==================== block 1
Figure 1. Metal layers overlaid (block 1).
Only two layers are drawn.
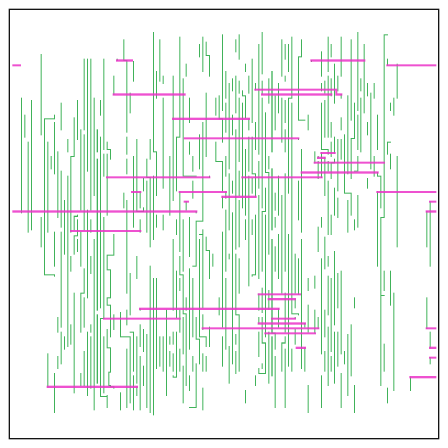

### config.mk
export PLATFORM = sky130hd
export DESIGN_NAME = key_event
export DESIGN_NICKNAME = d
export VERILOG_FILES = /design/src/rtl/key_event.sv
export SDC_FILE = /design/constraint.sdc
export NUM_CORES = 1
export LEC_CHECK = 0
export ABC_AREA = 0
export CAP_MARGIN = 0
export CORE_UTILIZATION = 59
export DETAILED_ROUTE_END_ITERATION = 8
export PLACE_DENSITY = 0.78
export REMOVE_ABC_BUFFERS = 1
export SETUP_SLACK_MARGIN = 0.4
export SLEW_MARGIN = 25
export SYNTH_ARGS = -nofsm -noshare
export SYNTH_HDL_FRONTEND = slang
export SYNTH_SLANG_ARGS = --single-unit
### constraint.sdc
create_clock -name clk_i -period 2.8 [get_ports clk_i]
set_clock_uncertainty 0.2 [all_clocks]
set_input_delay 0.56 -clock clk_i [delete_from_list [all_inputs] [get_ports clk_i]]
set_output_delay 0.56 -clock clk_i [all_outputs]
set_load 0.01 [all_outputs]
### src/rtl/key_event.sv
// key_event: turns a debounced key level into single-cycle event pulses
// (press, release, short, long, auto-repeat) plus a held level.
// One instance per button; the time-setting logic consumes the pulses.
`timescale 1ns/1ps

module key_event #(
  parameter int LONG_CYCLES   = 50000000,  // hold cycles before long_o, >= 2
  parameter int REPEAT_CYCLES = 10000000,  // auto-repeat period, >= 1
  parameter int CNT_W         = 26         // holds max(LONG, REPEAT) - 1
) (
  input  logic clk_i,
  input  logic rst_i,
  input  logic key_i,
  output logic press_o,
  output logic release_o,
  output logic short_o,
  output logic long_o,
  output logic repeat_o,
  output logic held_o
);

  typedef enum logic [1:0] {
    IDLE   = 2'd0,
    HOLD   = 2'd1,
    REPEAT = 2'd2
  } state_e;

  // Terminal counts: a threshold is reached when cnt equals the last index.
  localparam logic [CNT_W-1:0] LONG_LAST   = CNT_W'(LONG_CYCLES - 1);
  localparam logic [CNT_W-1:0] REPEAT_LAST = CNT_W'(REPEAT_CYCLES - 1);
  localparam logic [CNT_W-1:0] CNT_ONE     = CNT_W'(1);

  state_e           state_q;
  logic [CNT_W-1:0] cnt_q;
  logic             press_q;
  logic             release_q;
  logic             short_q;
  logic             long_q;
  logic             repeat_q;
  logic             held_q;

  // Event FSM: state, hold/repeat counter and all registered outputs.
  always_ff @(posedge clk_i or posedge rst_i) begin
    if (rst_i) begin
      state_q   <= IDLE;
      cnt_q     <= '0;
      press_q   <= 1'b0;
      release_q <= 1'b0;
      short_q   <= 1'b0;
      long_q    <= 1'b0;
      repeat_q  <= 1'b0;
      held_q    <= 1'b0;
    end else begin
      // NOTE: non-blocking assignments throughout; every pulse is first
      // defaulted low so a later branch can raise it for exactly one cycle.
      press_q   <= 1'b0;
      release_q <= 1'b0;
      short_q   <= 1'b0;
      long_q    <= 1'b0;
      repeat_q  <= 1'b0;

      unique case (state_q)
        IDLE: begin
          if (key_i) begin
            state_q <= HOLD;
            cnt_q   <= '0;
            press_q <= 1'b1;
            held_q  <= 1'b1;
          end
        end

        HOLD: begin
          // Release wins over the long threshold on the same edge.
          if (!key_i) begin
            state_q   <= IDLE;
            release_q <= 1'b1;
            short_q   <= 1'b1;
            held_q    <= 1'b0;
          end else if (cnt_q == LONG_LAST) begin
            state_q <= REPEAT;
            cnt_q   <= '0;
            long_q  <= 1'b1;
          end else begin
            cnt_q <= cnt_q + CNT_ONE;
          end
        end

        REPEAT: begin
          // A release after a long press never reports short.
          if (!key_i) begin
            state_q   <= IDLE;
            release_q <= 1'b1;
            held_q    <= 1'b0;
          end else if (cnt_q == REPEAT_LAST) begin
            cnt_q    <= '0;
            repeat_q <= 1'b1;
          end else begin
            cnt_q <= cnt_q + CNT_ONE;
          end
        end

        default: begin
          state_q <= IDLE;
          cnt_q   <= '0;
          held_q  <= 1'b0;
        end
      endcase
    end
  end

  assign press_o   = press_q;
  assign release_o = release_q;
  assign short_o   = short_q;
  assign long_o    = long_q;
  assign repeat_o  = repeat_q;
  assign held_o    = held_q;

endmodule

==================== block 2
### config.mk
export PLATFORM = sky130hd
export DESIGN_NAME = gemm_job_sequencer
export DESIGN_NICKNAME = d
export VERILOG_FILES = /design/src/rtl/gemm_job_sequencer.sv
export SDC_FILE = /design/constraint.sdc
export NUM_CORES = 1
export LEC_CHECK = 0
export ABC_AREA = 1
export CAP_MARGIN = 20
export CORE_ASPECT_RATIO = 0.75
export CORE_MARGIN = 10
export CORE_UTILIZATION = 46
export DETAILED_ROUTE_END_ITERATION = 12
export HOLD_SLACK_MARGIN = 0.05
export PLACE_DENSITY = 0.95
export SYNTH_ARGS = -nofsm -noshare
export SYNTH_HDL_FRONTEND = slang
export SYNTH_SLANG_ARGS = --single-unit
### constraint.sdc
create_clock -name clk -period 4.7 [get_ports clk]
set_clock_uncertainty 0.15 [all_clocks]
set_input_delay 0.47 -clock clk [delete_from_list [all_inputs] [get_ports clk]]
set_output_delay 0.47 -clock clk [all_outputs]
set_load 0.01 [all_outputs]
### src/rtl/gemm_job_sequencer.sv
// GEMM job sequencer: loads one weight matrix, streams activation rows through the
// array (with zero-row drain) and returns exactly num_rows result rows under back-pressure.
package GEMM_pkg;
  typedef enum logic [1:0] {
    CMD_NONE          = 2'd0,
    CMD_WRITE_WEIGHTS = 2'd1,
    CMD_STREAM        = 2'd2
  } command_t;
endpackage

module gemm_job_sequencer
  import GEMM_pkg::*;
#(
  parameter int SA_SIZE                = 4,
  parameter int WEIGHT_ACTIVATION_SIZE = 8,
  parameter int ROW_CNT_W              = 16
) (
  input  logic                                                          clk,
  input  logic                                                          resetn,
  input  logic                                                          start,
  input  logic [ROW_CNT_W-1:0]                                          num_rows,
  input  logic [SA_SIZE-1:0][SA_SIZE-1:0][WEIGHT_ACTIVATION_SIZE-1:0]   weights_in,
  output logic                                                          busy,
  output logic                                                          done,
  input  logic                                                          in_valid,
  output logic                                                          in_ready,
  input  logic [SA_SIZE-1:0][WEIGHT_ACTIVATION_SIZE-1:0]                in_data,
  output logic                                                          out_valid,
  input  logic                                                          out_ready,
  output logic [SA_SIZE-1:0][WEIGHT_ACTIVATION_SIZE-1:0]                out_data,
  output logic [SA_SIZE-1:0][SA_SIZE-1:0][WEIGHT_ACTIVATION_SIZE-1:0]   gemm_weight_inputs,
  output logic [SA_SIZE-1:0][WEIGHT_ACTIVATION_SIZE-1:0]                gemm_activation_inputs,
  input  logic [SA_SIZE-1:0][WEIGHT_ACTIVATION_SIZE-1:0]                gemm_activation_outputs,
  output command_t                                                      gemm_cmd,
  input  logic                                                          gemm_output_valid
);

  typedef enum logic [1:0] {IDLE, LOAD, STREAM, FINISH} state_t;

  state_t                                                        state, state_nxt;
  logic [ROW_CNT_W-1:0]                                          rows_total;
  logic [ROW_CNT_W-1:0]                                          rows_fed;
  logic [ROW_CNT_W-1:0]                                          rows_out;
  logic [SA_SIZE-1:0][SA_SIZE-1:0][WEIGHT_ACTIVATION_SIZE-1:0]   weight_reg;

  logic slot_free;
  logic feeding;
  logic feed_ok;
  logic stream_cyc;
  logic capture;
  logic in_hs;

  // The GEMM only advances on CMD_STREAM, so withholding it is a lossless stall.
  assign slot_free  = !out_valid || out_ready;
  assign feeding    = (rows_fed != rows_total);
  assign feed_ok    = feeding ? in_valid : 1'b1;
  assign stream_cyc = (state == STREAM) && slot_free && feed_ok && (rows_out != rows_total);
  assign capture    = stream_cyc && gemm_output_valid;
  assign in_ready   = (state == STREAM) && slot_free && feeding;
  assign in_hs      = in_valid && in_ready;

  assign busy               = (state != IDLE);
  assign done               = (state == FINISH);
  assign gemm_weight_inputs = weight_reg;

  always_ff @(posedge clk or negedge resetn) begin
    if (!resetn) state <= IDLE;
    else         state <= state_nxt;
  end

  always_comb begin
    state_nxt              = state;
    gemm_cmd               = CMD_NONE;
    gemm_activation_inputs = '0;
    case (state)
      IDLE: begin
        if (start) state_nxt = LOAD;
      end
      LOAD: begin
        gemm_cmd  = CMD_WRITE_WEIGHTS;
        state_nxt = (rows_total == '0) ? FINISH : STREAM;
      end
      STREAM: begin
        if (stream_cyc) begin
          gemm_cmd = CMD_STREAM;
          if (feeding) gemm_activation_inputs = in_data;
        end
        if ((rows_out == rows_total) && slot_free) state_nxt = FINISH;
      end
      FINISH: begin
        state_nxt = IDLE;
      end
      default: begin
        state_nxt = IDLE;
      end
    endcase
  end

  always_ff @(posedge clk or negedge resetn) begin
    if (!resetn) begin
      rows_total <= '0;
      rows_fed   <= '0;
      rows_out   <= '0;
      weight_reg <= '0;
      out_valid  <= 1'b0;
      out_data   <= '0;
    end else begin
      if ((state == IDLE) && start) begin
        rows_total <= num_rows;
        weight_reg <= weights_in;
        rows_fed   <= '0;
        rows_out   <= '0;
      end
      if (in_hs) rows_fed <= rows_fed + 1'b1;
      if (capture) begin
        out_data <= gemm_activation_outputs;
        rows_out <= rows_out + 1'b1;
      end
      if (capture)        out_valid <= 1'b1;
      else if (out_ready) out_valid <= 1'b0;
    end
  end

endmodule

==================== block 3
<file path="src/rtl/level_crossing_ctrl_n.sv">
// rtl/level_crossing_ctrl_n.sv - multi-track level-crossing controller
// Per-track wheel decoding at two stations, axle-occupancy counting and a warn/close/hold gate sequence.
module level_crossing_ctrl_n #(
  parameter int NUM_TRACKS  = 2,
  parameter int CNT_W       = 4,
  parameter int WARN_CYCLES = 8,
  parameter int HOLD_CYCLES = 16
) (
  input  logic                        Clk,
  input  logic                        Reset,
  input  logic [NUM_TRACKS-1:0]       st1_a,
  input  logic [NUM_TRACKS-1:0]       st1_b,
  input  logic [NUM_TRACKS-1:0]       st2_a,
  input  logic [NUM_TRACKS-1:0]       st2_b,
  output logic                        gate_open,
  output logic                        warn,
  output logic                        fault,
  output logic [NUM_TRACKS-1:0]       occupied,
  output logic [NUM_TRACKS*CNT_W-1:0] occ_ab,
  output logic [NUM_TRACKS*CNT_W-1:0] occ_ba
);

  localparam logic [2:0] W_IDLE = 3'd0;
  localparam logic [2:0] W_A1   = 3'd1;
  localparam logic [2:0] W_A2   = 3'd2;
  localparam logic [2:0] W_A3   = 3'd3;
  localparam logic [2:0] W_B1   = 3'd4;
  localparam logic [2:0] W_B2   = 3'd5;
  localparam logic [2:0] W_B3   = 3'd6;

  localparam logic [1:0] G_OPEN   = 2'd0;
  localparam logic [1:0] G_WARN   = 2'd1;
  localparam logic [1:0] G_CLOSED = 2'd2;
  localparam logic [1:0] G_HOLD   = 2'd3;

  localparam int TMR_MAX = (WARN_CYCLES > HOLD_CYCLES) ? WARN_CYCLES : HOLD_CYCLES;
  localparam int TMR_W   = $clog2(TMR_MAX + 2);
  localparam logic [TMR_W-1:0] WARN_LOAD = TMR_W'(WARN_CYCLES - 1);
  localparam logic [TMR_W-1:0] HOLD_LOAD = TMR_W'(HOLD_CYCLES - 1);

  localparam int SN = NUM_TRACKS;

  // Returns {a2b_pulse, b2a_pulse, next_state}; anything off the two legal paths drops to IDLE.
  function automatic logic [4:0] wheel_next(input logic [2:0] st, input logic a, input logic b);
    logic [2:0] nx;
    logic       pab;
    logic       pba;
    nx  = W_IDLE;
    pab = 1'b0;
    pba = 1'b0;
    case (st)
      W_IDLE: begin
        if (a && !b)      nx = W_A1;
        else if (!a && b) nx = W_B1;
      end
      W_A1: begin
        if (a && !b)      nx = W_A1;
        else if (a && b)  nx = W_A2;
      end
      W_A2: begin
        if (a && b)       nx = W_A2;
        else if (!a && b) nx = W_A3;
      end
      W_A3: begin
        if (!a && b)       nx = W_A3;
        else if (!a && !b) pab = 1'b1;
      end
      W_B1: begin
        if (!a && b)      nx = W_B1;
        else if (a && b)  nx = W_B2;
      end
      W_B2: begin
        if (a && b)       nx = W_B2;
        else if (a && !b) nx = W_B3;
      end
      W_B3: begin
        if (a && !b)       nx = W_B3;
        else if (!a && !b) pba = 1'b1;
      end
      default: nx = W_IDLE;
    endcase
    return {pab, pba, nx};
  endfunction

  // Returns {error, next_count}; simultaneous inc and dec cancel out.
  function automatic logic [CNT_W:0] count_step(input logic [CNT_W-1:0] q, input logic inc,
                                                input logic dec);
    logic [CNT_W-1:0] nx;
    logic             err;
    nx  = q;
    err = 1'b0;
    if (inc && !dec) begin
      if (&q) err = 1'b1;
      else    nx  = q + CNT_W'(1);
    end else if (dec && !inc) begin
      if (q == '0) err = 1'b1;
      else         nx  = q - CNT_W'(1);
    end
    return {err, nx};
  endfunction

  logic [4*SN-1:0] sync_m;
  logic [4*SN-1:0] sync_q;
  logic [SN-1:0]   s1a, s1b, s2a, s2b;
  logic [SN-1:0]   cnt_err;
  logic [1:0]      g_state;
  logic [TMR_W-1:0] timer;
  logic            any_occ;

  always_ff @(posedge Clk) begin
    if (!Reset) begin
      sync_m <= '0;
      sync_q <= '0;
    end else begin
      sync_m <= {st2_b, st2_a, st1_b, st1_a};
      sync_q <= sync_m;
    end
  end

  assign s1a = sync_q[0*SN +: SN];
  assign s1b = sync_q[1*SN +: SN];
  assign s2a = sync_q[2*SN +: SN];
  assign s2b = sync_q[3*SN +: SN];

  for (genvar t = 0; t < NUM_TRACKS; t++) begin : g_track
    logic [2:0]       w1_q, w2_q;
    logic             p1_ab, p1_ba, p2_ab, p2_ba;
    logic [4:0]       w1_nx, w2_nx;
    logic [CNT_W-1:0] ab_q, ba_q;
    logic [CNT_W:0]   ab_step, ba_step;

    assign w1_nx = wheel_next(w1_q, s1a[t], s1b[t]);
    assign w2_nx = wheel_next(w2_q, s2a[t], s2b[t]);

    always_ff @(posedge Clk) begin
      if (!Reset) begin
        {p1_ab, p1_ba, w1_q} <= '0;
        {p2_ab, p2_ba, w2_q} <= '0;
      end else begin
        {p1_ab, p1_ba, w1_q} <= w1_nx;
        {p2_ab, p2_ba, w2_q} <= w2_nx;
      end
    end

    // a2b traffic enters at ST1 and leaves at ST2; b2a the other way round.
    assign ab_step = count_step(ab_q, p1_ab, p2_ab);
    assign ba_step = count_step(ba_q, p2_ba, p1_ba);

    always_ff @(posedge Clk) begin
      if (!Reset) begin
        ab_q <= '0;
        ba_q <= '0;
      end else begin
        ab_q <= ab_step[CNT_W-1:0];
        ba_q <= ba_step[CNT_W-1:0];
      end
    end

    assign cnt_err[t]                 = ab_step[CNT_W] | ba_step[CNT_W];
    assign occupied[t]                = (ab_q != '0) || (ba_q != '0);
    assign occ_ab[t*CNT_W +: CNT_W]   = ab_q;
    assign occ_ba[t*CNT_W +: CNT_W]   = ba_q;
  end

  always_ff @(posedge Clk) begin
    if (!Reset) fault <= 1'b0;
    else if (|cnt_err) fault <= 1'b1;
  end

  assign any_occ = |occupied;

  // A latched fault pins the barrier down until reset, whatever the occupancy says.
  always_ff @(posedge Clk) begin
    if (!Reset) begin
      g_state <= G_OPEN;
      timer   <= '0;
    end else if (fault) begin
      g_state <= G_CLOSED;
    end else begin
      case (g_state)
        G_OPEN: begin
          if (any_occ) begin
            g_state <= G_WARN;
            timer   <= WARN_LOAD;
          end
        end
        G_WARN: begin
          if (timer == '0) g_state <= G_CLOSED;
          else             timer   <= timer - TMR_W'(1);
        end
        G_CLOSED: begin
          if (!any_occ) begin
            g_state <= G_HOLD;
            timer   <= HOLD_LOAD;
          end
        end
        G_HOLD: begin
          if (any_occ)          g_state <= G_CLOSED;
          else if (timer == '0) g_state <= G_OPEN;
          else                  timer   <= timer - TMR_W'(1);
        end
        default: g_state <= G_CLOSED;
      endcase
    end
  end

  assign gate_open = (g_state == G_OPEN) || (g_state == G_WARN);
  assign warn      = (g_state != G_OPEN);

endmodule

</file>
<file path="config.mk">
export PLATFORM = sky130hd
export DESIGN_NAME = level_crossing_ctrl_n
export DESIGN_NICKNAME = d
export VERILOG_FILES = /design/src/rtl/level_crossing_ctrl_n.sv
export SDC_FILE = /design/constraint.sdc
export NUM_CORES = 1
export LEC_CHECK = 0
export CAP_MARGIN = 20
export CELL_PAD_IN_SITES_DETAIL_PLACEMENT = 2
export CELL_PAD_IN_SITES_GLOBAL_PLACEMENT = 2
export CORE_AREA = 2 2 93 95
export DETAILED_ROUTE_END_ITERATION = 8
export DIE_AREA = 0 0 95 97
export PLACE_DENSITY_LB_ADDON = 0.1
export SYNTH_ARGS = -nofsm -noshare
export SYNTH_HDL_FRONTEND = slang
export SYNTH_SLANG_ARGS = --single-unit
</file>
<file path="constraint.sdc">
create_clock -name Clk -period 3.04 [get_ports Clk]
set_input_delay 0.304 -clock Clk [delete_from_list [all_inputs] [get_ports Clk]]
set_output_delay 0.304 -clock Clk [all_outputs]
set_load 0.1 [all_outputs]
</file>
Figure 2. Where the registers sit (block 2).
The bar under the picture is 50 µm long. Other sequential cells in the stronger gray, the rest of the logic in the fainter gray.
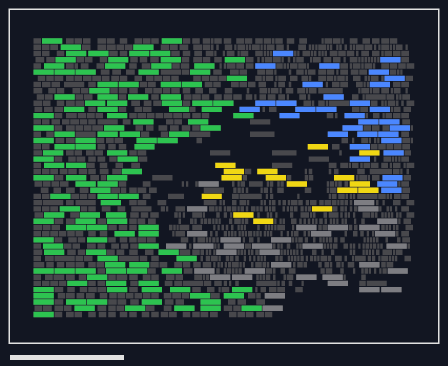
Key: rows_out = yellow [flops 16]; out_data = blue [flops 32]; gemm_weight_inputs = green [flops 128]

==> job_summary.md, block 2 <==
## Implementation flow summary

| Metric | Value |
|---|---|
| Comb gate area | 0.00382 mm² |
| Area leader, netlist | dfrtp_1 |
| Fin area | roughly 0.015 mm² |
| Top cells by area, synth | dfrtp_1, mux2_2, nand2_1 |
| Hold Path Stages | 2 |
| Crit path launch type | flip-flop |
| CP Buf/Inv Count | 3 |
| Combinational gate power | roughly 4.1 mW |
| Share of layout cells above drive strength 1 | between 10% and 20% |
| Unrepaired setup endpoints after global routing | no |
| Maximum vdd drop | just under 500 µV |
| Core ar. | a little over 0.02 mm² |
| DP Area | 0.0140 mm² |
| Main power group | combinational logic |
| Post-route minimum period | between 4 and 5 ns |
| Reg2Reg Setup Slack | around 1.7 ns |
| Post-Syn Area | 0.00966 mm² |
| Main flop type | dfrtp_1 |
| Post-Route WL | roughly 37,000 µm |
| Net Count, Synth | roughly 1.2k |
| Met2 usage | a little under half |
| Detail Placement HPWL | 27,400 µm |
| Gates resized, CTS repair | 0 |
| Io pins | approximately 400 |
| R2R cell count | 10 |
| Final Worst Setup Slack | ~0.64 ns |
| OpenROAD warning count | 33 |
| Net Sw Frac | roughly a third |
| Seq pwr share | roughly a third |
| Hold_buf cts | 1 |
| Clk pwr share | between 20% and 30% |
| Status | finished clean |
| GR peak layer | met2 |
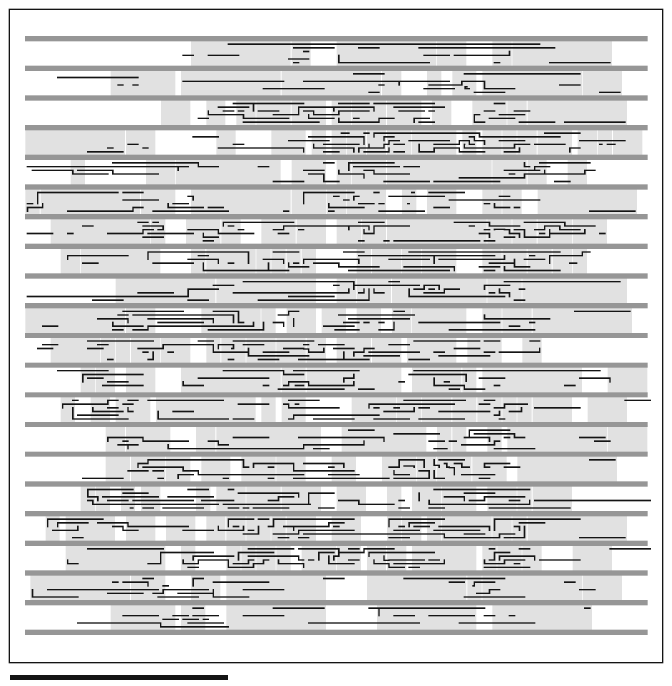
Figure 3: block 1, metal 1.
The bar under the picture is 20 µm long. Supply wires on this layer in gray.
The longest straight run is 28.5 µm. The wires run mostly horizontal.

About Figure 1:
Key: M2 = green [wire length 2,400 µm]; M3 = magenta [wire length 273 µm]

==> job_summary.md, block 1 <==
## Implementation flow summary

| Metric | Value |
|---|---|
| Area leader share | between 40 and 50% |
| CP Buf/Inv Count | 1 |
| Net Sw Frac | a little over a third |
| GR peak layer | met2 |
| Fin area | between 0.002 and 0.0025 mm² |
| Main power group | registers |
| Clk pwr share | approximately 22% |
| WHS Endpoint | held_o |
| Largest net degree at the start of global routing | 35 |
| Io pins | 9 |
| Final Hold Vio Count | 0 |
| Iteration-0 DRC Markers | 144 |
| Ao+oa area frac | between 15 and 20% |
| Worst setup path end | cnt_q[3] |
| First-pass GRT wire length | between 7000 and 8000 µm |
| Synthesized instance count | 211 |
| Levels on crit path | 6 |
| Part of the Yosys area used for sequential elements | 43.3% |
| Final hold slack | around 0.35 ns |
| Reg2Reg Setup Slack | between 0.4 and 0.5 ns |
| R2R cell count | 6 |
| Highest metal used | met4 |
| Area leader, netlist | dfrtp_1 |
| Insertion Delay late pin | 0.34 ns |
| Crit Path Max Fanout | 5 |
| Core ar. | 0.00310 mm² |
| Most frequent cell after synthesis | dfrtp_1 |
| Worst-case clock buffer depth | 2 |
| Status | finished clean |
| Hold_buf cts | 0 |
| Simple Share, Synth | 25.3% |
| Logic pwr share | between 30% and 40% |
| Reg area | 856 µm² |
| Wl on met1 | between 1500 and 2000 µm |
| Multiplexer share of the synthesized area | 0% |
| Share of layout cells above drive strength 1 | between 10% and 20% |
| Pre-CTS WS | around 0.15 ns |
| Tightest Pin Transition | just over 0.5 ns |
| Number of signal-net buffers in the layout | 28 |
| Seq/total area | a little over a third |
| Int Pwr | between 0.8 and 0.9 mW |
Figure 4. Where the registers sit (block 3).
The bar under the picture is 20 µm long. Other sequential cells in the stronger gray, the rest of the logic in the fainter gray.
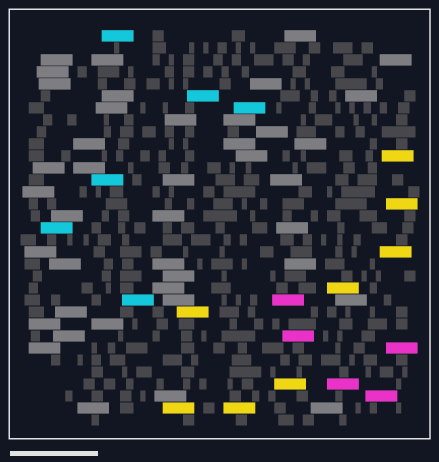
Key: timer = magenta [flops 5, where south-east]; g_track.w2_q = cyan [flops 6]; g_track.ab_q = yellow [flops 8]
final core occ: 43.3%
Reg area: 0.00120 mm²
Seq/total area: 34.1%
sequential logic power: 0.847 mW

Figure 5. Metal layers overlaid (block 3).
Only two layers are drawn.
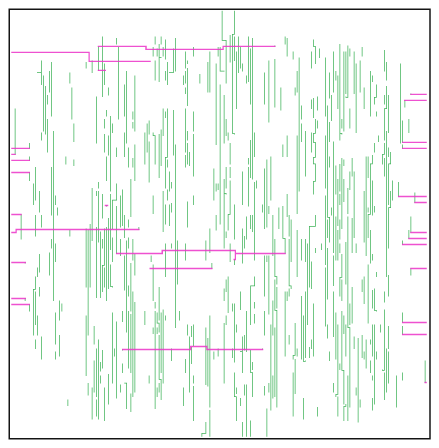
Key: M2 = green [wire length 3,520 µm]; M3 = magenta [wire length 273 µm]
Via Count: 2,470
Post-Route WL: 7270 µm

==> job_summary.md, block 3 <==
## Implementation flow summary

| Metric | Value |
|---|---|
| Status | finished clean |
| # Post-CTS Setup Buffers | 0 |
| Chip area | 0.00922 mm² |
| Hold Crit Class | flip-flop to flip-flop |
| Most frequent cell after synthesis | dfxtp_1 |
| CP max stage cell | dfxtp_1 |
| Reg2Reg Setup Slack | a little under 1 ns |
| Min-delay src | sync_m[3] |
| Dominant delay contributor by cell family on the critical path | AND-OR/OR-AND gates |
| Io pins | 31 |
| GR peak layer | met2 |
| Tap cell count | around 110 |
| Combinational gate power | about 0.18 mW |
| Yosys cell count | around 330 |
| Crit end category | flip-flop |
| Setup TNS | 0 ns |
| Crit path launch type | flip-flop |
| Crit Path Max Fanout | 5 |
| Total design power | ~1.7 mW |
| WP data required | 3.30 ns |
| Clk pin slew, worst setup/hold paths | approximately 0.060 ns |

==================== block 4
--- config.mk ---
export PLATFORM = sky130hd
export DESIGN_NAME = pl_mem_access
export DESIGN_NICKNAME = d
export VERILOG_FILES = /design/src/rtl/pl_pkg.sv /design/src/rtl/pl_reg_mw.sv /design/src/rtl/pl_mem_access.sv
export SDC_FILE = /design/constraint.sdc
export NUM_CORES = 1
export LEC_CHECK = 0
export CAP_MARGIN = 20
export CELL_PAD_IN_SITES_DETAIL_PLACEMENT = 1
export CELL_PAD_IN_SITES_GLOBAL_PLACEMENT = 1
export CORE_MARGIN = 8
export CORE_UTILIZATION = 27
export DETAILED_ROUTE_END_ITERATION = 8
export PLACE_DENSITY_LB_ADDON = 0.1
export SETUP_SLACK_MARGIN = 0.15
export SLEW_MARGIN = 10
export SYNTH_ARGS = -nofsm -noshare
export SYNTH_HDL_FRONTEND = slang
export SYNTH_SLANG_ARGS = --single-unit
--- constraint.sdc ---
create_clock -name clk -period 3.37 [get_ports clk]
set_clock_uncertainty 0.15 [all_clocks]
set_input_delay 0.674 -clock clk [delete_from_list [all_inputs] [get_ports clk]]
set_output_delay 0.674 -clock clk [all_outputs]
set_load 0.01 [all_outputs]
--- src/rtl/pl_pkg.sv ---
// Shared definitions for the memory-access pipeline stage: FSM state
// encodings and the datapath / register-index widths.
package pl_pkg;

    localparam int DATA_W = 32;
    localparam int REG_W  = 5;

    typedef enum logic [1:0] {
        IDLE = 2'd0,
        WAIT = 2'd1,
        DONE = 2'd2
    } state_t;

endpackage

--- src/rtl/pl_reg_mw.sv ---
// M/W pipeline register. "bubble" clears only the write controls and leaves
// the data fields alone; "load" captures the M-stage fields, and wmo is only
// refreshed from the load buffer when load_mo is also set.
module pl_reg_mw
    import pl_pkg::*;
(
    input  logic              clk,
    input  logic              clr,
    input  logic              load,
    input  logic              bubble,
    input  logic              load_mo,
    input  logic              mwreg,
    input  logic              mm2reg,
    input  logic [DATA_W-1:0] mal,
    input  logic [REG_W-1:0]  mrd,
    input  logic [DATA_W-1:0] load_buf,
    output logic              wwreg,
    output logic              wm2reg,
    output logic [DATA_W-1:0] wmo,
    output logic [DATA_W-1:0] wal,
    output logic [REG_W-1:0]  wrd
);

    // W-stage register: async clear, bubble has priority over load
    always_ff @(posedge clk or posedge clr) begin
        if (clr) begin
            wwreg  <= 1'b0;
            wm2reg <= 1'b0;
            wmo    <= '0;
            wal    <= '0;
            wrd    <= '0;
        end else if (bubble) begin
            wwreg  <= 1'b0;
            wm2reg <= 1'b0;
        end else if (load) begin
            wwreg  <= mwreg;
            wm2reg <= mm2reg;
            wal    <= mal;
            wrd    <= mrd;
            if (load_mo) begin
                wmo <= load_buf;
            end
        end
    end

endmodule

--- src/rtl/pl_mem_access.sv ---
// Memory-access pipeline stage. A three-state FSM issues one data-memory
// request per M-stage load/store, stalls the front of the pipe until the
// access completes, and then hands the result to the W-stage register.
module pl_mem_access
    import pl_pkg::*;
(
    input  logic              clk,
    input  logic              clr,
    input  logic              mwreg,
    input  logic              mm2reg,
    input  logic              mwmem,
    input  logic [DATA_W-1:0] mal,
    input  logic [DATA_W-1:0] md,
    input  logic [REG_W-1:0]  mrd,
    output logic              dm_req,
    output logic              dm_we,
    output logic [DATA_W-1:0] dm_addr,
    output logic [DATA_W-1:0] dm_wdata,
    input  logic              dm_gnt,
    input  logic              dm_rvalid,
    input  logic [DATA_W-1:0] dm_rdata,
    output logic              mstall,
    output logic              wwreg,
    output logic              wm2reg,
    output logic [DATA_W-1:0] wmo,
    output logic [DATA_W-1:0] wal,
    output logic [REG_W-1:0]  wrd
);

    state_t            state;
    state_t            next_state;
    logic              mem_op;
    logic              w_load;
    logic              w_bubble;
    logic              w_load_mo;
    logic [DATA_W-1:0] load_buf;

    // A store wins when both load and store controls are set.
    assign mem_op = mm2reg | mwmem;

    // Request payload comes straight from the held M-stage inputs.
    assign dm_addr  = mal;
    assign dm_wdata = md;

    // State register
    always_ff @(posedge clk or posedge clr) begin
        if (clr) begin
            state <= IDLE;
        end else begin
            state <= next_state;
        end
    end

    // Next-state logic: grant moves a store to DONE, a load to WAIT for data
    always_comb begin
        next_state = state;
        case (state)
            IDLE: begin
                if (mem_op && dm_gnt) begin
                    next_state = mwmem ? DONE : WAIT;
                end
            end
            WAIT: begin
                if (dm_rvalid) begin
                    next_state = DONE;
                end
            end
            DONE:    next_state = IDLE;
            default: next_state = IDLE;
        endcase
    end

    // Output logic: request/stall and W-register load/bubble selects per state
    always_comb begin
        dm_req    = 1'b0;
        dm_we     = 1'b0;
        mstall    = 1'b0;
        w_load    = 1'b0;
        w_bubble  = 1'b0;
        w_load_mo = 1'b0;
        case (state)
            IDLE: begin
                if (mem_op) begin
                    dm_req   = 1'b1;
                    dm_we    = mwmem;
                    mstall   = 1'b1;
                    w_bubble = 1'b1;
                end else begin
                    w_load = 1'b1;
                end
            end
            WAIT: begin
                mstall   = 1'b1;
                w_bubble = 1'b1;
            end
            DONE: begin
                w_load    = 1'b1;
                w_load_mo = 1'b1;
            end
            default: begin
                w_bubble = 1'b1;
            end
        endcase
    end

    // Load buffer: read data is only accepted while waiting for it
    always_ff @(posedge clk or posedge clr) begin
        if (clr) begin
            load_buf <= '0;
        end else if (state == WAIT && dm_rvalid) begin
            load_buf <= dm_rdata;
        end
    end

    pl_reg_mw u_reg_mw (
        .clk      (clk),
        .clr      (clr),
        .load     (w_load),
        .bubble   (w_bubble),
        .load_mo  (w_load_mo),
        .mwreg    (mwreg),
        .mm2reg   (mm2reg),
        .mal      (mal),
        .mrd      (mrd),
        .load_buf (load_buf),
        .wwreg    (wwreg),
        .wm2reg   (wm2reg),
        .wmo      (wmo),
        .wal      (wal),
        .wrd      (wrd)
    );

endmodule

==================== block 5
### src/rtl/lau_pkg.sv
// Shared types for the carry-save accumulator: FSM state encoding and
// compressor speed selection.
package lau_pkg;

    // Accumulator controller states.
    typedef enum logic [1:0] {
        ACC     = 2'd0,
        RESOLVE = 2'd1,
        OUT     = 2'd2
    } csv_acc_state_e;

    // Compressor implementation choice: FAST keeps the result in carry-save
    // form, SLOW collapses it with a carry-propagate adder.
    typedef enum logic {
        FAST = 1'b0,
        SLOW = 1'b1
    } speed_e;

endpackage

### src/rtl/csv_acc_uns_add_mop_csv.sv
// Multi-operand compressor: reduces nOps unsigned words to a sum/carry pair
// whose arithmetic sum equals the operand sum modulo 2^width.
module AddMopCsv
    import lau_pkg::*;
#(
    parameter int     width = 20,
    parameter int     nOps  = 4,
    parameter speed_e speed = FAST
) (
    input  logic [nOps-1:0][width-1:0] ops,
    output logic [width-1:0]           sum,
    output logic [width-1:0]           carry
);

    if (nOps < 2 || width < 2) begin : g_bad_params
        $error("AddMopCsv needs at least two operands of at least two bits");
    end

    if (speed == FAST) begin : g_csa
        // Chain of 3:2 counters; each stage folds one more operand into the
        // running sum/carry pair without propagating carries.
        always_comb begin
            logic [width-1:0] s;
            logic [width-1:0] c;
            logic [width-1:0] maj;
            // NOTE: blocking assignments are correct here because this is
            // combinational; every variable gets a value before any branch so
            // no latch can be inferred.
            s   = ops[0];
            c   = ops[1];
            maj = '0;
            for (int i = 2; i < nOps; i++) begin
                maj = (s & c) | (s & ops[i]) | (c & ops[i]);
                s   = s ^ c ^ ops[i];
                c   = {maj[width-2:0], 1'b0};
            end
            sum   = s;
            carry = c;
        end
    end else begin : g_cpa
        // Plain carry-propagate sum; carry word is always zero.
        always_comb begin
            logic [width-1:0] s;
            s = '0;
            for (int i = 0; i < nOps; i++) begin
                s = s + ops[i];
            end
            sum   = s;
            carry = '0;
        end
    end

endmodule

### src/rtl/csv_acc_uns.sv
// Unsigned carry-save accumulator: folds carry-save products into a redundant
// accumulator one per cycle, then resolves it to binary chunk by chunk.
module csv_acc_uns
    import lau_pkg::*;
#(
    parameter int     widthIn = 16,
    parameter int     guard   = 4,
    parameter int     chunk   = 5,
    parameter speed_e speed   = FAST
) (
    input  logic                       clk_i,
    input  logic                       rst_ni,
    input  logic                       clr_i,
    input  logic                       in_valid_i,
    output logic                       in_ready_o,
    input  logic [widthIn-1:0]         PS,
    input  logic [widthIn-1:0]         PC,
    input  logic                       Last,
    output logic                       out_valid_o,
    input  logic                       out_ready_i,
    output logic [widthIn+guard-1:0]   Z,
    output logic                       Ovf
);

    localparam int accWidth = widthIn + guard;
    localparam int N        = accWidth / chunk;
    localparam int IdxW     = (N > 1) ? $clog2(N) : 1;

    localparam logic [IdxW-1:0] idx_last  = IdxW'(N - 1);
    localparam logic [guard:0]  cnt_max   = '1;
    localparam logic [guard:0]  cnt_limit = {1'b1, {guard{1'b0}}};

    if (accWidth % chunk != 0) begin : g_bad_chunk
        $error("accumulator width must be a multiple of chunk");
    end

    csv_acc_state_e state, state_nxt;

    logic [accWidth-1:0]         acc_s, acc_c;
    logic [accWidth-1:0]         comp_s, comp_c;
    logic [3:0][accWidth-1:0]    ops;
    logic [guard:0]              cnt, cnt_inc;
    logic [IdxW-1:0]             idx;
    logic                        carry;
    logic [chunk:0]              chunk_sum;
    int                          base;
    logic                        in_fire, out_fire;

    assign in_ready_o  = (state == ACC) && !clr_i;
    assign out_valid_o = (state == OUT);
    assign in_fire     = in_valid_i && in_ready_o;
    assign out_fire    = out_valid_o && out_ready_i;

    assign ops = {acc_s, acc_c, {{guard{1'b0}}, PS}, {{guard{1'b0}}, PC}};

    AddMopCsv #(
        .width (accWidth),
        .nOps  (4),
        .speed (speed)
    ) u_comp (
        .ops   (ops),
        .sum   (comp_s),
        .carry (comp_c)
    );

    assign cnt_inc   = (cnt == cnt_max) ? cnt : cnt + 1'b1;
    assign base      = int'(idx) * chunk;
    assign chunk_sum = {1'b0, acc_s[base +: chunk]} + {1'b0, acc_c[base +: chunk]}
                     + (chunk + 1)'(carry);

    // State register.
    always_ff @(posedge clk_i or negedge rst_ni) begin
        // NOTE: sequential state uses non-blocking assignments so every
        // register samples pre-edge values regardless of statement order.
        if (!rst_ni) state <= ACC;
        else         state <= state_nxt;
    end

    // Next-state logic: accept until Last, resolve N chunks, wait for consumer.
    always_comb begin
        state_nxt = state;
        case (state)
            ACC:     if (in_fire && Last)   state_nxt = RESOLVE;
            RESOLVE: if (idx == idx_last)   state_nxt = OUT;
            OUT:     if (out_ready_i)       state_nxt = ACC;
            default:                        state_nxt = ACC;
        endcase
    end

    // Accumulator, operand counter, chunk resolver and result registers.
    always_ff @(posedge clk_i or negedge rst_ni) begin
        if (!rst_ni) begin
            acc_s <= '0;
            acc_c <= '0;
            cnt   <= '0;
            Ovf   <= 1'b0;
            idx   <= '0;
            carry <= 1'b0;
            Z     <= '0;
        end else begin
            case (state)
                ACC: begin
                    if (clr_i) begin
                        acc_s <= '0;
                        acc_c <= '0;
                        cnt   <= '0;
                        Ovf   <= 1'b0;
                    end else if (in_valid_i) begin
                        acc_s <= comp_s;
                        acc_c <= comp_c;
                        cnt   <= cnt_inc;
                        if (cnt_inc > cnt_limit) Ovf <= 1'b1;
                        if (Last) begin
                            idx   <= '0;
                            carry <= 1'b0;
                        end
                    end
                end
                RESOLVE: begin
                    Z[base +: chunk] <= chunk_sum[chunk-1:0];
                    carry            <= chunk_sum[chunk];
                    idx              <= (idx == idx_last) ? '0 : idx + 1'b1;
                end
                OUT: begin
                    if (out_fire) begin
                        acc_s <= '0;
                        acc_c <= '0;
                        cnt   <= '0;
                        Ovf   <= 1'b0;
                    end
                end
                default: ;
            endcase
        end
    end

endmodule

### config.mk
export PLATFORM = sky130hd
export DESIGN_NAME = csv_acc_uns
export DESIGN_NICKNAME = d
export VERILOG_FILES = /design/src/rtl/lau_pkg.sv /design/src/rtl/csv_acc_uns_add_mop_csv.sv /design/src/rtl/csv_acc_uns.sv
export SDC_FILE = /design/constraint.sdc
export NUM_CORES = 1
export LEC_CHECK = 0
export CAP_MARGIN = 20
export CORE_ASPECT_RATIO = 1.5
export CORE_MARGIN = 2
export CORE_UTILIZATION = 45
export DETAILED_ROUTE_END_ITERATION = 8
export GPL_ROUTABILITY_DRIVEN = 0
export PLACE_DENSITY = 0.71
export SLEW_MARGIN = 10
export SYNTH_ARGS = -nofsm -noshare
export SYNTH_HDL_FRONTEND = slang
export SYNTH_SLANG_ARGS = --single-unit
### constraint.sdc
create_clock -name clk_i -period 2.99 [get_ports clk_i]
set_clock_uncertainty 0.15 [all_clocks]
set_input_delay 0.4485 -clock clk_i [delete_from_list [all_inputs] [get_ports clk_i]]
set_output_delay 0.4485 -clock clk_i [all_outputs]
set_load 0.01 [all_outputs]
==================== block 6
`src/rtl/stdp_update_ctrl.sv`:
```
// Pair-based STDP sequencer for one synapse: times pre/post spike intervals and
// applies a decayed LTP/LTD step to the weight. Define STDP_STATS_EN for update counters.
module stdp_update_ctrl #(
  parameter int W_WIDTH   = 8,
  parameter int T_WIDTH   = 4,
  parameter int WINDOW    = 15,
  parameter int W_INIT    = 64,
  parameter int W_MAX     = 255,
  parameter int A_PLUS    = 16,
  parameter int A_MINUS   = 12,
  parameter int TAU_SHIFT = 1
) (
  input  logic               clk,
  input  logic               rst,
  input  logic               pre_spike,
  input  logic               post_spike,
  input  logic               learn_en,
  input  logic               weight_load,
  input  logic [W_WIDTH-1:0] weight_in,
  output logic [W_WIDTH-1:0] weight,
  output logic               update_valid,
  output logic               update_ltp,
  output logic [T_WIDTH-1:0] dt_out,
  output logic [1:0]         state_o,
  output logic [7:0]         ltp_count,
  output logic [7:0]         ltd_count
);
  typedef enum logic [1:0] {IDLE = 2'd0, PRE_ARMED = 2'd1, POST_ARMED = 2'd2, APPLY = 2'd3} state_t;

  localparam logic [W_WIDTH-1:0] AP       = W_WIDTH'(A_PLUS);
  localparam logic [W_WIDTH-1:0] AM       = W_WIDTH'(A_MINUS);
  localparam logic [W_WIDTH:0]   WMAX_EXT = (W_WIDTH+1)'(W_MAX);
  localparam logic [T_WIDTH-1:0] T_ONE    = T_WIDTH'(1);
  localparam logic [T_WIDTH-1:0] T_WIN    = T_WIDTH'(WINDOW);

  state_t             state, state_n;
  logic [T_WIDTH-1:0] timer, timer_n, dt_pend, dt_pend_n;
  logic               ltp_pend, ltp_pend_n, do_apply;

  always_comb begin
    state_n    = state;
    timer_n    = timer;
    dt_pend_n  = dt_pend;
    ltp_pend_n = ltp_pend;
    do_apply   = 1'b0;
    if (!learn_en) begin
      state_n = IDLE;
      timer_n = '0;
    end else begin
      case (state)
        IDLE: begin
          if (pre_spike && !post_spike) begin
            state_n = PRE_ARMED;
            timer_n = T_ONE;
          end else if (post_spike && !pre_spike) begin
            state_n = POST_ARMED;
            timer_n = T_ONE;
          end
        end
        PRE_ARMED: begin
          // a coincident pre is dropped: the completing post takes precedence
          if (post_spike) begin
            state_n    = APPLY;
            dt_pend_n  = timer;
            ltp_pend_n = 1'b1;
          end else if (pre_spike) begin
            timer_n = T_ONE;
          end else if (timer == T_WIN) begin
            state_n = IDLE;
            timer_n = '0;
          end else begin
            timer_n = timer + T_ONE;
          end
        end
        POST_ARMED: begin
          if (pre_spike) begin
            state_n    = APPLY;
            dt_pend_n  = timer;
            ltp_pend_n = 1'b0;
          end else if (post_spike) begin
            timer_n = T_ONE;
          end else if (timer == T_WIN) begin
            state_n = IDLE;
            timer_n = '0;
          end else begin
            timer_n = timer + T_ONE;
          end
        end
        default: begin
          state_n  = IDLE;
          timer_n  = '0;
          do_apply = 1'b1;
        end
      endcase
    end
  end

  // step decays by halving every 2^TAU_SHIFT cycles of interval
  logic [T_WIDTH-1:0] dt_m1;
  logic [31:0]        shamt;
  logic [W_WIDTH-1:0] a_sel, dw, w_new;
  logic [W_WIDTH:0]   w_add, w_sub;

  always_comb begin
    dt_m1 = dt_pend - T_ONE;
    shamt = 32'(dt_m1) >> TAU_SHIFT;
    a_sel = ltp_pend ? AP : AM;
    dw    = (shamt >= 32'(W_WIDTH)) ? '0 : (a_sel >> shamt);
    w_add = {1'b0, weight} + {1'b0, dw};
    w_sub = {1'b0, weight} - {1'b0, dw};
    if (ltp_pend) w_new = (w_add > WMAX_EXT) ? WMAX_EXT[W_WIDTH-1:0] : w_add[W_WIDTH-1:0];
    else          w_new = w_sub[W_WIDTH] ? '0 : w_sub[W_WIDTH-1:0];
  end

  logic applied;
  assign applied = do_apply && !weight_load;

  always_ff @(posedge clk) begin
    if (rst) begin
      state        <= IDLE;
      timer        <= '0;
      dt_pend      <= '0;
      ltp_pend     <= 1'b0;
      weight       <= W_WIDTH'(W_INIT);
      update_valid <= 1'b0;
      update_ltp   <= 1'b0;
      dt_out       <= '0;
    end else begin
      state        <= state_n;
      timer        <= timer_n;
      dt_pend      <= dt_pend_n;
      ltp_pend     <= ltp_pend_n;
      update_valid <= applied;
      if (weight_load) begin
        weight <= weight_in;
      end else if (do_apply) begin
        weight     <= w_new;
        update_ltp <= ltp_pend;
        dt_out     <= dt_pend;
      end
    end
  end

  assign state_o = state;

`ifdef STDP_STATS_EN
  always_ff @(posedge clk) begin
    if (rst) begin
      ltp_count <= '0;
      ltd_count <= '0;
    end else if (applied) begin
      if (ltp_pend && ltp_count != 8'hFF)       ltp_count <= ltp_count + 8'd1;
      else if (!ltp_pend && ltd_count != 8'hFF) ltd_count <= ltd_count + 8'd1;
    end
  end
`else
  assign ltp_count = 8'd0;
  assign ltd_count = 8'd0;
`endif

endmodule

```
`config.mk`:
```
export PLATFORM = sky130hd
export DESIGN_NAME = stdp_update_ctrl
export DESIGN_NICKNAME = d
export VERILOG_FILES = /design/src/rtl/stdp_update_ctrl.sv
export SDC_FILE = /design/constraint.sdc
export NUM_CORES = 1
export LEC_CHECK = 0
export ABC_AREA = 0
export CAP_MARGIN = 20
export CORE_MARGIN = 2
export CORE_UTILIZATION = 55
export CTS_CLUSTER_SIZE = 14
export DETAILED_ROUTE_END_ITERATION = 8
export GPL_TIMING_DRIVEN = 0
export PLACE_DENSITY = 0.95
export SLEW_MARGIN = 0
export SYNTH_ARGS = -nofsm -noshare
export SYNTH_HDL_FRONTEND = slang
export SYNTH_SLANG_ARGS = --single-unit
export TNS_END_PERCENT = 50
```
`constraint.sdc`:
```
create_clock -name clk -period 6.4 [get_ports clk]
set_input_delay 1.28 -clock clk [delete_from_list [all_inputs] [get_ports clk]]
set_output_delay 1.28 -clock clk [all_outputs]
set_load 0.01 [all_outputs]
```
Figure 6. Where the registers sit (block 5).
The bar under the picture is 20 µm long. Other sequential cells in the stronger gray, the rest of the logic in the fainter gray.
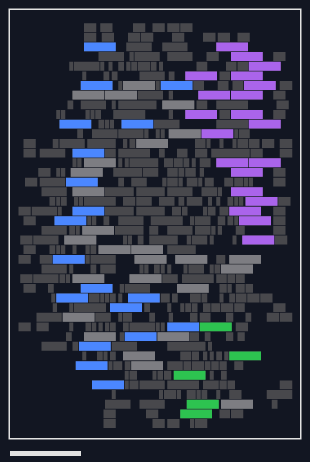
Key: Z = purple [flops 20]; cnt = green [flops 5]; acc_c = blue [flops 19]
Another 26 sequential cells are not colored.
sequential logic power: 1.64 mW
Reg area: 0.00175 mm²
Seq/total area: 33.9%
final core occ: 58.5%

Figure 7. Metal 1 (block 5).
The bar under the picture is 20 µm long. Supply wires on this layer in gray.
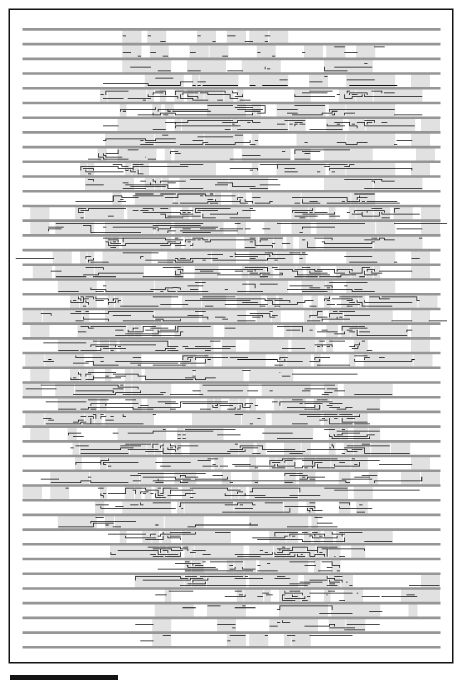
The layer carries 3,600 µm of wire. The layer holds 39% of the routed length. The wires run mostly horizontal.

==> job_summary.md, block 5 <==
## Implementation flow summary

| Metric | Value |
|---|---|
| Status | finished clean |
| Top cells by area, synth | dfrtp_1, fa_1, nand2_1 |
| Post-Syn Area | around 0.0041 mm² |
| Net Sw Frac | between 30 and 40% |
| EDFF count, synth | 0 |
| Main flop type | dfrtp_1 |
| Dominant delay contributor by cell family on the critical path | adder cells |
| Die Span X | just over 80 µm |
| WHS Endpoint | Z[3] |
| Clk pin slew, worst setup/hold paths | about 0.060 ns |
| Number of global-route vias before repair | slightly above 3k |
| Reg2Reg Setup Slack | roughly 0.20 ns |
| Simple Share, Synth | between 15 and 20% |
| Core ar. | 0.00883 mm² |
| Registers with the most flip-flops | Z (20), acc_s (20), acc_c (19) |
| Yosys Chip Area | between 0.004 and 0.005 mm² |
| WL/cell | ~17 µm |
| Critical R2R Launch | idx[0] |
| CP Cell Sequence | mux4_2 -> fa_2 -> fa_1 -> a21o_1 -> a21oi_2 -> xor2_1 -> o31ai_1 |
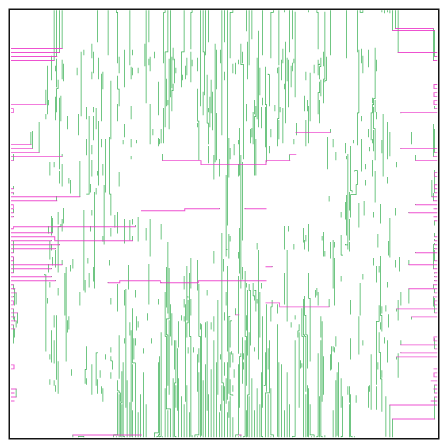
Figure 8: block 4, metal layers overlaid.
Only two layers are drawn.
Key: M3 = magenta [wire length 851 µm]; M2 = green [wire length 6,590 µm]
Via Count: 2,684
WL/cell: 18.7 µm
Post-Route WL: 12,100 µm

==> job_summary.md, block 4 <==
## Implementation flow summary

| Metric | Value |
|---|---|
| Area leader, netlist | dfrtp_1 |
| Status | finished clean |
| FMAX | between 0.3 and 0.4 GHz |
| Seq pwr share | between 40% and 50% |
| Diodes inserted | 0 |
| CP Buf/Inv Count | 2 |
| Clk pwr share | 22.7% |
| Registers | ~110 |
| Clk pin slew, worst setup/hold paths | ~0.070 ns |
| Die Y | 145 µm |
| Fin. max-slew vios | 0 |
| Pre-antenna DRT Iters | 3 |
| Worst setup path end | dm_req |
| Simple Share, Synth | 1.50% |
| DRT antenna net count | 0 |
| Dominant delay contributor by cell family on the critical path | buffers and inverters |
| Most frequent cells after synthesis | dfrtp_1, mux2_2, buf_4, mux2_4 |
Figure 9. Metal 1 (block 6).
The bar under the picture is 20 µm long. Supply wires on this layer in gray.
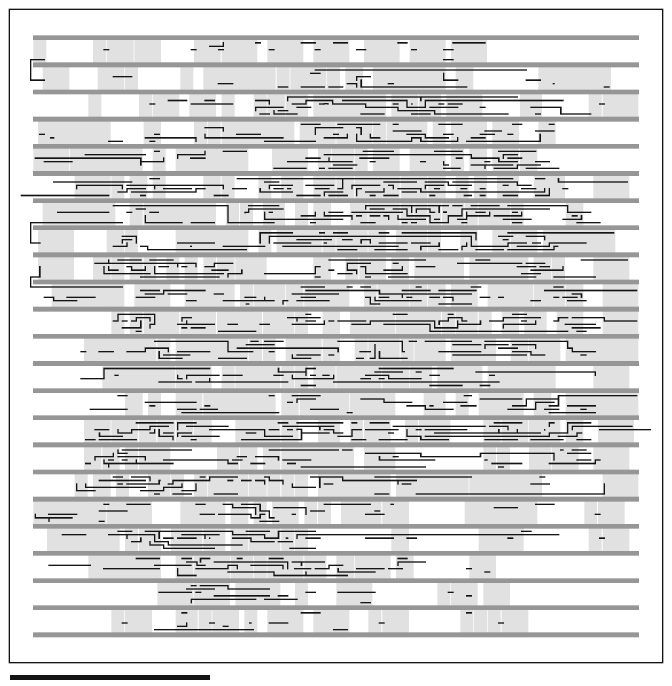
The layer carries 2,040 µm of wire. The layer holds 42% of the routed length. 300 nets have wire on it. The longest straight run is 27.6 µm. The wires run mostly horizontal.

Figure 10. Metal layers overlaid (block 6).
Only two layers are drawn.
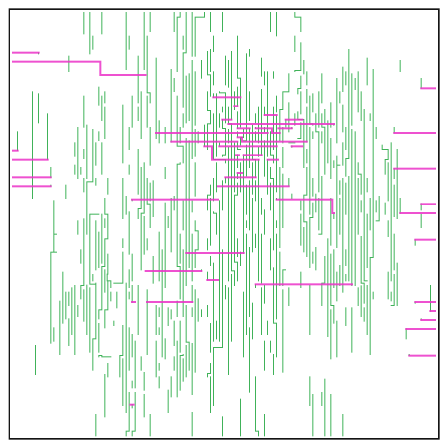
Key: M2 = green [wire length 2,470 µm]; M3 = magenta [wire length 262 µm]
Post-Route WL: 4860 µm
GRT Resource Usage Total: 24.0%
Via Count: 2,026

==> job_summary.md, block 6 <==
## Implementation flow summary

| Metric | Value |
|---|---|
| Status | finished clean |
| P&R area growth vs syn | 21.1% |
| Clock-cell share | about 2.0% |
| Starting Density | 57.0% |
| Clock network power | between 0.1 and 0.15 mW |
| Leakage | about 1.1 nW |
| Levels on crit path | 12 |
| Reg with most FFs | weight |
| CLK BUF | 3 |
| Seq/total area | between 15 and 20% |
| Relative slew margins | between 60% and 70% |
| Final hold slack | between 0.4 and 0.5 ns |
| DP Area | ~0.0025 mm² |
| Yosys cell count | around 270 |
| CP max stage cell | fa_1 |
| Post-route minimum period | approximately 3.5 ns |
| Final global-route overflow total | 0 |
| DRT antenna net count | 0 |
| Final Hold Vio Count | 0 |
| Maximum vdd drop | between 100 and 150 µV |
| Non-clk invs | 21 |
| Fin area | between 0.002 and 0.003 mm² |
| Met3 usage | 4.45% |
| Logic pwr share | 27.9% |
| Fin. max-slew vios | 0 |
| Setup violators final | 0 |
| Number of global-route vias before repair | roughly 1.9k |
| Largest net degree at the start of global routing | 17 |
| NonClk Buf Share | between 10% and 20% |
| PD cells | about 150 mW/mm² |
| Crit Path Max Fanout | 10 |
| Share of layout cells above drive strength 1 | between 10 and 15% |
| Clk pin slew, worst setup/hold paths | ~0.1 ns |
| Top cells by area, synth | dfxtp_1, ha_1, buf_4 |
| Met1 usage | between 20 and 30% |
| Unrepaired setup endpoints after global routing | no |
| Diodes inserted | 0 |
| Die Span X | approximately 65 µm |
| Crit path from | ltp_pend |
| Iteration-0 DRC Markers | about 160 |
| Die Y | 65.3 µm |
| Hold Path Stages | 2 |
| Highest metal used | met4 |
| Flops after synth | 25 |
| Main power group | registers |


==> gallery <==
Nets reached from selected ports.
(a)
The bar under the picture is 50 µm long.
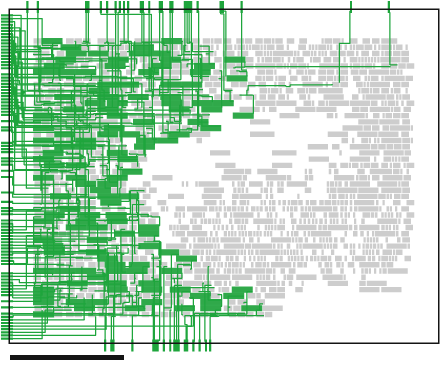
(b)
The bar under the picture is 20 µm long.
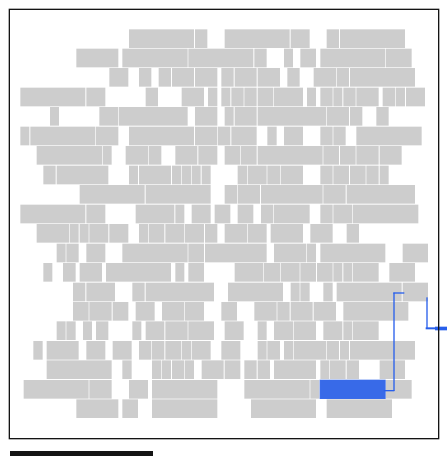
(c)
The bar under the picture is 20 µm long.
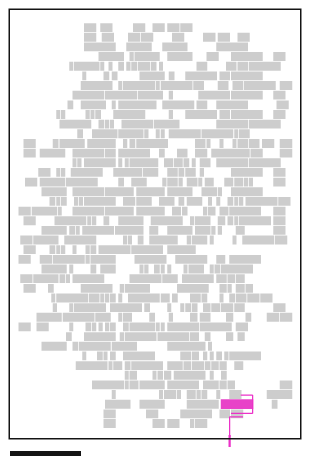
(d)
The bar under the picture is 20 µm long.
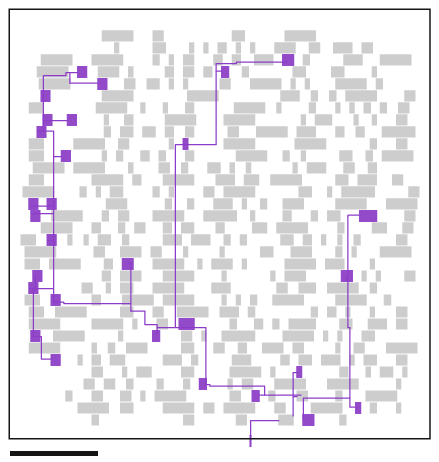
(e)
The bar under the picture is 50 µm long.
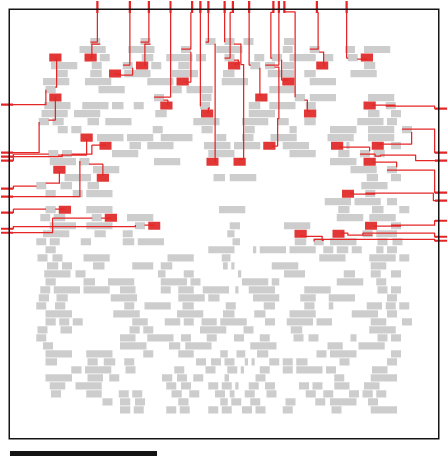
(f)
The bar under the picture is 20 µm long.
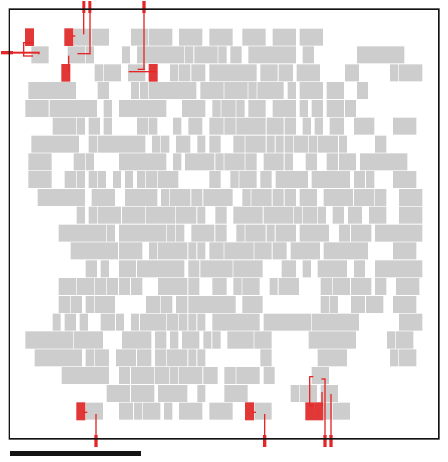
- (a) = block 2
- (b) = block 1
- (e) = block 4
- (c) = block 5
- (f) = block 6
- (d) = block 3
The one with the most cells is (a).
The one with the fewest cells is (b).

Key to (b):
Key: press_o = blue [direction output, edge east, end cells 1, buffers 1, wire 21.8 µm]

Power figures rest on the tool's default switching activity, not on a simulated workload.
